==================== imm_field_encoder
imm_field_encoder/gates.png
Scale: 2 px per µm.
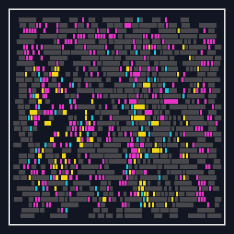

==> config.mk <==
export PLATFORM = sky130hd
export DESIGN_NAME = imm_field_encoder
export DESIGN_NICKNAME = d
export VERILOG_FILES = /design/src/rtl/imm_field_encoder.sv
export SDC_FILE = /design/constraint.sdc
export NUM_CORES = 1
export LEC_CHECK = 0
export ABC_AREA = 1
export CAP_MARGIN = 10
export CORE_UTILIZATION = 46
export CTS_CLUSTER_DIAMETER = 100
export DETAILED_ROUTE_END_ITERATION = 6
export PLACE_DENSITY = 0.72
export SKIP_CTS_REPAIR_TIMING = 1
export SLEW_MARGIN = 30
export SYNTH_ARGS = -nofsm -noshare
export SYNTH_HDL_FRONTEND = slang
export SYNTH_SLANG_ARGS = --single-unit
==> constraint.sdc <==
create_clock -name CLK -period 1.5 [get_ports CLK]
set_input_delay 0.3 -clock CLK [delete_from_list [all_inputs] [get_ports CLK]]
set_output_delay 0.3 -clock CLK [all_outputs]
set_load 0.02 [all_outputs]
==> src/rtl/imm_field_encoder.sv <==
// rtl/imm_field_encoder.sv - packs an immediate value into an instruction's immediate fields (2-stage valid/ready).
// Optional error counter enabled by defining IMM_ENC_ERRCNT_EN.
`ifndef IMM_TYPE1
`define IMM_TYPE1 3'd1
`define IMM_TYPE2 3'd2
`define IMM_TYPE3 3'd3
`define IMM_TYPE4 3'd4
`define IMM_TYPE5 3'd5
`define IMM_TYPE6 3'd6
`endif

module imm_field_encoder #(
  parameter int ERR_CNT_W = 8
) (
  input  logic                 CLK,
  input  logic                 RESETn,
  input  logic                 in_valid,
  output logic                 in_ready,
  input  logic [31:0]          in_inst,
  input  logic [31:0]          in_imm,
  input  logic [3:0]           in_imm_sel,
  output logic                 out_valid,
  input  logic                 out_ready,
  output logic [31:0]          out_inst,
  output logic                 out_err
`ifdef IMM_ENC_ERRCNT_EN
  ,
  output logic [ERR_CNT_W-1:0] err_count,
  input  logic                 err_clr
`endif
);

  logic        r_s1_valid;
  logic [31:0] r_s1_inst;
  logic [31:0] r_s1_imm;
  logic [3:0]  r_s1_sel;
  logic        r_s1_err;
  logic        r_s2_valid;
  logic [31:0] r_out_inst;
  logic        r_out_err;

  logic        w_s2_adv;
  logic        w_range_err;
  logic [31:0] w_packed;
  logic        w_uns;

  assign w_s2_adv  = !r_s2_valid || out_ready;
  assign in_ready  = !r_s1_valid || w_s2_adv;
  assign out_valid = r_s2_valid;
  assign out_inst  = r_out_inst;
  assign out_err   = r_out_err;
  assign w_uns     = in_imm_sel[3];

  // Range check on the incoming value; undefined format codes always flag.
  always_comb begin
    w_range_err = 1'b1;
    case (in_imm_sel[2:0])
      `IMM_TYPE1: w_range_err = |in_imm[11:0];
      `IMM_TYPE2: w_range_err = in_imm[0] |
                                (w_uns ? |in_imm[31:21] : (in_imm[31:21] != {11{in_imm[20]}}));
      `IMM_TYPE3,
      `IMM_TYPE5: w_range_err = w_uns ? |in_imm[31:12] : (in_imm[31:12] != {20{in_imm[11]}});
      `IMM_TYPE4: w_range_err = in_imm[0] |
                                (w_uns ? |in_imm[31:13] : (in_imm[31:13] != {19{in_imm[12]}}));
      `IMM_TYPE6: w_range_err = |in_imm[31:5];
      default:    w_range_err = 1'b1;
    endcase
  end

  always_comb begin
    w_packed = r_s1_inst;
    case (r_s1_sel[2:0])
      `IMM_TYPE1: w_packed[31:12] = r_s1_imm[31:12];
      `IMM_TYPE2: begin
        if (r_s1_sel[3]) begin
          w_packed[31:12] = r_s1_imm[20:1];
        end else begin
          w_packed[31]    = r_s1_imm[20];
          w_packed[30:21] = r_s1_imm[10:1];
          w_packed[20]    = r_s1_imm[11];
          w_packed[19:12] = r_s1_imm[19:12];
        end
      end
      `IMM_TYPE3: w_packed[31:20] = r_s1_imm[11:0];
      `IMM_TYPE4: begin
        w_packed[31]    = r_s1_imm[12];
        w_packed[7]     = r_s1_imm[11];
        w_packed[30:25] = r_s1_imm[10:5];
        w_packed[11:8]  = r_s1_imm[4:1];
      end
      `IMM_TYPE5: begin
        w_packed[31:25] = r_s1_imm[11:5];
        w_packed[11:7]  = r_s1_imm[4:0];
      end
      `IMM_TYPE6: w_packed[29:25] = r_s1_imm[4:0];
      default:    w_packed = r_s1_inst;
    endcase
  end

  always_ff @(posedge CLK or negedge RESETn) begin
    if (!RESETn) begin
      r_s1_valid <= 1'b0;
      r_s1_inst  <= '0;
      r_s1_imm   <= '0;
      r_s1_sel   <= '0;
      r_s1_err   <= 1'b0;
    end else if (in_ready) begin
      r_s1_valid <= in_valid;
      if (in_valid) begin
        r_s1_inst <= in_inst;
        r_s1_imm  <= in_imm;
        r_s1_sel  <= in_imm_sel;
        r_s1_err  <= w_range_err;
      end
    end
  end

  always_ff @(posedge CLK or negedge RESETn) begin
    if (!RESETn) begin
      r_s2_valid <= 1'b0;
      r_out_inst <= '0;
      r_out_err  <= 1'b0;
    end else if (w_s2_adv) begin
      r_s2_valid <= r_s1_valid;
      if (r_s1_valid) begin
        r_out_inst <= w_packed;
        r_out_err  <= r_s1_err;
      end
    end
  end

`ifdef IMM_ENC_ERRCNT_EN
  logic [ERR_CNT_W-1:0] r_err_count;

  always_ff @(posedge CLK or negedge RESETn) begin
    if (!RESETn) begin
      r_err_count <= '0;
    end else if (err_clr) begin
      r_err_count <= '0;
    end else if (r_s2_valid && out_ready && r_out_err && !(&r_err_count)) begin
      r_err_count <= r_err_count + 1'b1;
    end
  end

  assign err_count = r_err_count;
`else
  logic w_unused_cfg;
  assign w_unused_cfg = |ERR_CNT_W;
`endif

endmodule
==================== serial_in_parallel_out_deser
$ cat config.mk
export PLATFORM = sky130hd
export DESIGN_NAME = serial_in_parallel_out_deser
export DESIGN_NICKNAME = d
export VERILOG_FILES = /design/src/rtl/serial_in_parallel_out_deser.sv
export SDC_FILE = /design/constraint.sdc
export NUM_CORES = 1
export LEC_CHECK = 0
export CAP_MARGIN = 20
export CORE_ASPECT_RATIO = 0.7
export CORE_MARGIN = 4
export CORE_UTILIZATION = 45
export DETAILED_ROUTE_END_ITERATION = 12
export GPL_ROUTABILITY_DRIVEN = 0
export PLACE_DENSITY = 0.71
export SLEW_MARGIN = 10
export SYNTH_ARGS = -nofsm -noshare
export SYNTH_HDL_FRONTEND = slang
export SYNTH_SLANG_ARGS = --single-unit
$ cat constraint.sdc
create_clock -name clk -period 1.85 [get_ports clk]
set_input_delay 0.555 -clock clk [delete_from_list [all_inputs] [get_ports clk]]
set_output_delay 0.555 -clock clk [all_outputs]
set_load 0.01 [all_outputs]
$ cat src/rtl/serial_in_parallel_out_deser.sv
// Serial-to-parallel receiver: assembles LSB-first bits into DATA_WIDTH-bit words and
// presents them through a one-entry valid/ready holding register with sticky overflow.
module serial_in_parallel_out_deser #(
  parameter  int DATA_WIDTH = 16,
  localparam int CNT_W      = $clog2(DATA_WIDTH)
) (
  input  logic                  clk,
  input  logic                  resetn,
  input  logic                  din,
  input  logic                  din_en,
  input  logic                  align,
  input  logic                  ovf_clr,
  output logic [DATA_WIDTH-1:0] dout,
  output logic                  dout_valid,
  input  logic                  dout_ready,
  output logic                  overflow,
  output logic [CNT_W-1:0]      bit_cnt
);

  logic [DATA_WIDTH-1:0] sreg_q, sreg_d;
  logic [DATA_WIDTH-1:0] dout_q, dout_d;
  logic [CNT_W-1:0]      cnt_q, cnt_d;
  logic                  vld_q, vld_d;
  logic                  ovf_q, ovf_d;

  logic                  last_bit;
  logic                  word_done;
  logic [DATA_WIDTH-1:0] word;

  assign last_bit  = (cnt_q == CNT_W'(DATA_WIDTH-1));
  assign word      = {din, sreg_q[DATA_WIDTH-1:1]};
  // align pre-empts completion so a re-framed stream never emits the stale partial word
  assign word_done = din_en & ~align & last_bit;

  always_comb begin
    sreg_d = sreg_q;
    cnt_d  = cnt_q;
    dout_d = dout_q;
    vld_d  = vld_q;
    ovf_d  = ovf_q;

    if (align) begin
      sreg_d = '0;
      if (din_en) begin
        sreg_d[DATA_WIDTH-1] = din;
        cnt_d                = CNT_W'(1);
      end else begin
        cnt_d = '0;
      end
    end else if (din_en) begin
      sreg_d = word;
      cnt_d  = last_bit ? '0 : cnt_q + CNT_W'(1);
    end

    if (vld_q & dout_ready) vld_d = 1'b0;
    if (ovf_clr)            ovf_d = 1'b0;

    // a load in the draining cycle keeps valid high, giving full-rate back-to-back words
    if (word_done) begin
      if (!vld_q || dout_ready) begin
        dout_d = word;
        vld_d  = 1'b1;
      end else begin
        ovf_d = 1'b1;
      end
    end
  end

  always_ff @(posedge clk) begin
    if (!resetn) begin
      sreg_q <= '0;
      cnt_q  <= '0;
      dout_q <= '0;
      vld_q  <= 1'b0;
      ovf_q  <= 1'b0;
    end else begin
      sreg_q <= sreg_d;
      cnt_q  <= cnt_d;
      dout_q <= dout_d;
      vld_q  <= vld_d;
      ovf_q  <= ovf_d;
    end
  end

  assign dout       = dout_q;
  assign dout_valid = vld_q;
  assign overflow   = ovf_q;
  assign bit_cnt    = cnt_q;

endmodule

imm_field_encoder/closeup.png
Window x 41 to 66, y 20 to 45 µm. Cells in gray, sequential cells in the stronger gray; small squares are vias.
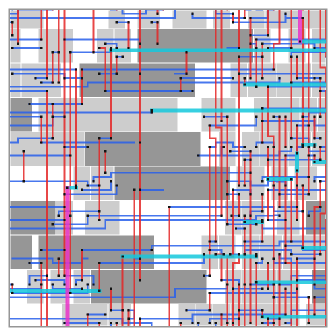
- magenta: M4
- cyan: M3
- blue: M1
- red: M2
- most frequent: nand2_1 (18), buf_4 (7), dfrtp_1 (6)
- netlist names of flops here include: `r_s1_imm` (6)
- sequential cells in the window: 6
- cells with their middle in the window: 60

About imm_field_encoder/gates.png:
- yellow: nor cells (cells 86)
- magenta: nand cells (cells 270; where widely spread)
- cyan: inv cells (cells 56)
share of cell area taken by multi-input logic gates: 30.9%
number of cells in the finished layout apart from fillers: 999
top logic cell by instance count in the layout: sky130_fd_sc_hd__nand2_1

==> run summary, imm_field_encoder <==
Results of an implementation run.

The overall fraction of global-route tracks in use is 28.5%. The final reports fail on setup timing. Between the synthesized netlist and the finished layout, the area growth was recorded as 49.9%. The endpoint class of the critical path is a flop. The number of synthesized register bits is 104. The final timing report counts setup violations totalling 6. The H-tree generated during clock tree synthesis spans 3 levels. Net switching is 35.8% of the power.

The worst setup path is launched from a flop. The first detailed-routing pass ran for 5 iterations. The share of synthesized cell area in and-or and or-and compound cells is 12.9%. The mean routed wirelength per cell is 16.3 µm. The slew of the pin with the lowest slew margin is 0.350 ns. For reference, XOR and XNOR gates occupy 0.173% of the area reported after synthesis. Per STA, the highest per-stage delay on the worst path measures 0.41 ns. In this run the power spent charging and discharging nets is 3210 µW. The most used flip-flop cell after synthesis is sky130_fd_sc_hd__dfrtp_1.

The number of enable-type register cells in the synthesized netlist is 0. Summing the areas of all fa, ha and maj instances in the mapped netlist gives 0.741% of the synthesized area. The cell chosen for the clock root is sky130_fd_sc_hd__clkbuf_8. In the per-layer summary, the met1 wirelength comes to 6.98 mm. In the synthesized netlist, mux cells make up 0% of the area. The most crowded layer after global routing is met2. The synthesized area divided by synthesized cell count is 7.63 µm². The analysis attributes to cell leakage a power of 0.00403 µW. The setup slack of the critical path after layout is -0.0520 ns. After synthesis, the most frequently instantiated cells are 238 x sky130_fd_sc_hd__nand2_1, 104 x sky130_fd_sc_hd__dfrtp_1, 68 x sky130_fd_sc_hd__nor2_1.

The max-slew check reports its worst relative slack as 76.6%. The class of the tightest hold or removal check is in2reg. The worst setup path endpoint is out_inst[25]. Routed signal wires occupy layers up through met4. The filler cell count is 833. The post-detailed-route via-to-cell ratio is 5.27. The run finished, with violations left.

The endpoint of the worst register-to-register path is out_inst[25].
==> imm_field_encoder: registers in the layout, summed over array words and instances, names as in the netlist <==
name / flops
r_s1_inst: 32
r_s1_sel: 4
out_err: 1
out_inst: 32
r_s1_imm: 32
r_s1_err: 1
out_valid: 1
r_s1_valid: 1
==> imm_field_encoder: power by group through the flow <==
stage | Clock [µW] | Combinational (µW) | Sequential (µW)
6_report | 1730 | 3400 | 3820
5_1_grt | 1850 | 3660 | 3890
4_1_cts | 1770 | 3200 | 3820
3_5_place_dp | 0 | 3190 | 3870
3_3_place_gp | 0 | 3130 | 3840
2_1_floorplan | 0 | 1110 | 4180
==> imm_field_encoder: final cells by class <==
| type | count | area (µm²) | share of cell area (%) |
|---|---|---|---|
| inverter | 56 | 215 | 2.83 |
| tap | 136 | 170 | 2.24 |
| multi-input combinational | 481 | 2340 | 30.9 |
| clock buffer | 11 | 141 | 1.86 |
| sequential | 104 | 2610 | 34.3 |
| clock inverter | 4 | 45.0 | 0.593 |
| timing repair buffer | 207 | 2070 | 27.3 |
serial_in_parallel_out_deser/congestion_map.png
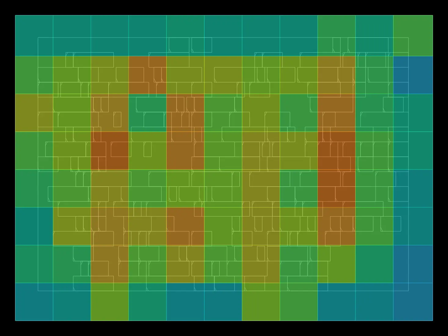
utilization after layout: 61.5%
GR Layer Usage met1: 18.3%
global routing usage summed across all routing layers: 13.7%
global routing's busiest layer: met2

==> run summary, serial_in_parallel_out_deser <==
Results of an implementation run.

The script computed a power per unit cell area of 736 nW/µm². The total of endpoints with negative setup slack in the final report is 0. The repair_antennas step left the layout with diodes totalling 0. The synthesized area divided by synthesized cell count is 9.77 µm². The wire length after detailed routing is 2.67 mm. The final non-filler cell total is 221. The worst path needs 1.78 ns of the cycle, external delays included. The number of antenna violations at the first check in global routing is 0. The detailed router finished its first iteration with 53 violations. For this run, global-route usage on met3 was measured as 6.47%. The maximum achievable frequency is 0.563 GHz.

The yosys stat cell total is 150. Entering global routing, the biggest net connects 38 pins. Across all checked pins, the minimum headroom to the slew limit is 82.2%. In the synthesized netlist the dominant register cell turns out to be sky130_fd_sc_hd__dfxtp_1.

The final timing report lists a max-slew violation count of 0. The number of top-level design ports is 29. Counting along the longest clock path gives a buffer depth of 2. In the Yosys stats the netlist draws on 26 distinct library cells. The starting utilization of the core area is 46.9%. The placed instances occupy a cell area of 1840 µm². With fillers left out, the area of the finished cells amounts to 1920 µm². The remaining global-route overflow is 0.

The share of the Yosys chip area taken by registers is 50.6%. TritonCTS built the clock tree. The initialized floorplan defines 17 standard-cell rows. According to the timing report, the data required time at the worst endpoint equals 1.29 ns. The flow ran to the end, and the final reports show no timing, DRC or antenna violations. The biggest slice of the total power is consumed by registers.

The cell count after synthesis is 150. The total length of routed met2 wires is 1.15 mm. The stage delay of the slowest cell on the critical path is 0.55 ns. Per the final timing report, the hold violations number 0.
serial_in_parallel_out_deser: cell families after synthesis:
kind of cell	synth area share (%)
XOR/XNOR	1.20
flip-flops	50.6
multiplexers	21.2
buffers and inverters	3.67
AND-OR/OR-AND	2.31
AND/OR/NAND/NOR	20.2
adder cells (fa/ha/maj)	0.854
serial_in_parallel_out_deser: final cells by class:
| class | instances | area (µm²) | area share (%) |
|---|---|---|---|
| Timing Repair Buffer | 34 | 375 | 19.5 |
| Inverter | 1 | 3.75 | 0.195 |
| Multi-Input combinational cell | 103 | 671 | 34.9 |
| Tap cell | 38 | 47.5 | 2.47 |
| Sequential cell | 37 | 746 | 38.8 |
| Clock buffer | 8 | 80.1 | 4.16 |
serial_in_parallel_out_deser: final timing paths:
kind	from	endpoint	slack, ns	cells past startpoint
worst max-delay path	bit_cnt[2]	bit_cnt[2]	0.07	1
worst min-delay path	dout[11]	dout[11]	0.45	2
worst max register to register	bit_cnt[0]	dout[6]	0.46	5
worst min register to register	dout[11]	dout[11]	0.45	2
serial_in_parallel_out_deser: state kept, by name (all words and copies together), names as in the netlist:
name / flops
bit_cnt: 4
overflow: 1
sreg_q: 15
dout: 16
dout_valid: 1


==> screenshots <==
Where the registers sit.
panel A
Scale: 2 px per µm. Other sequential cells in the stronger gray, the rest of the logic in the fainter gray.
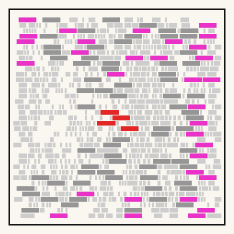
panel B
Scale: 4 px per µm. Other sequential cells in the stronger gray, the rest of the logic in the fainter gray.
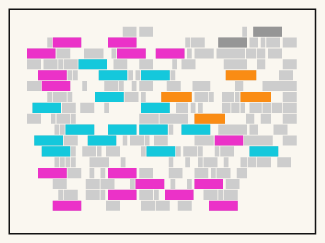
imm_field_encoder is panel A.
serial_in_parallel_out_deser is panel B.
- largest die: panel A

Power and IR drop assume default switching activity.
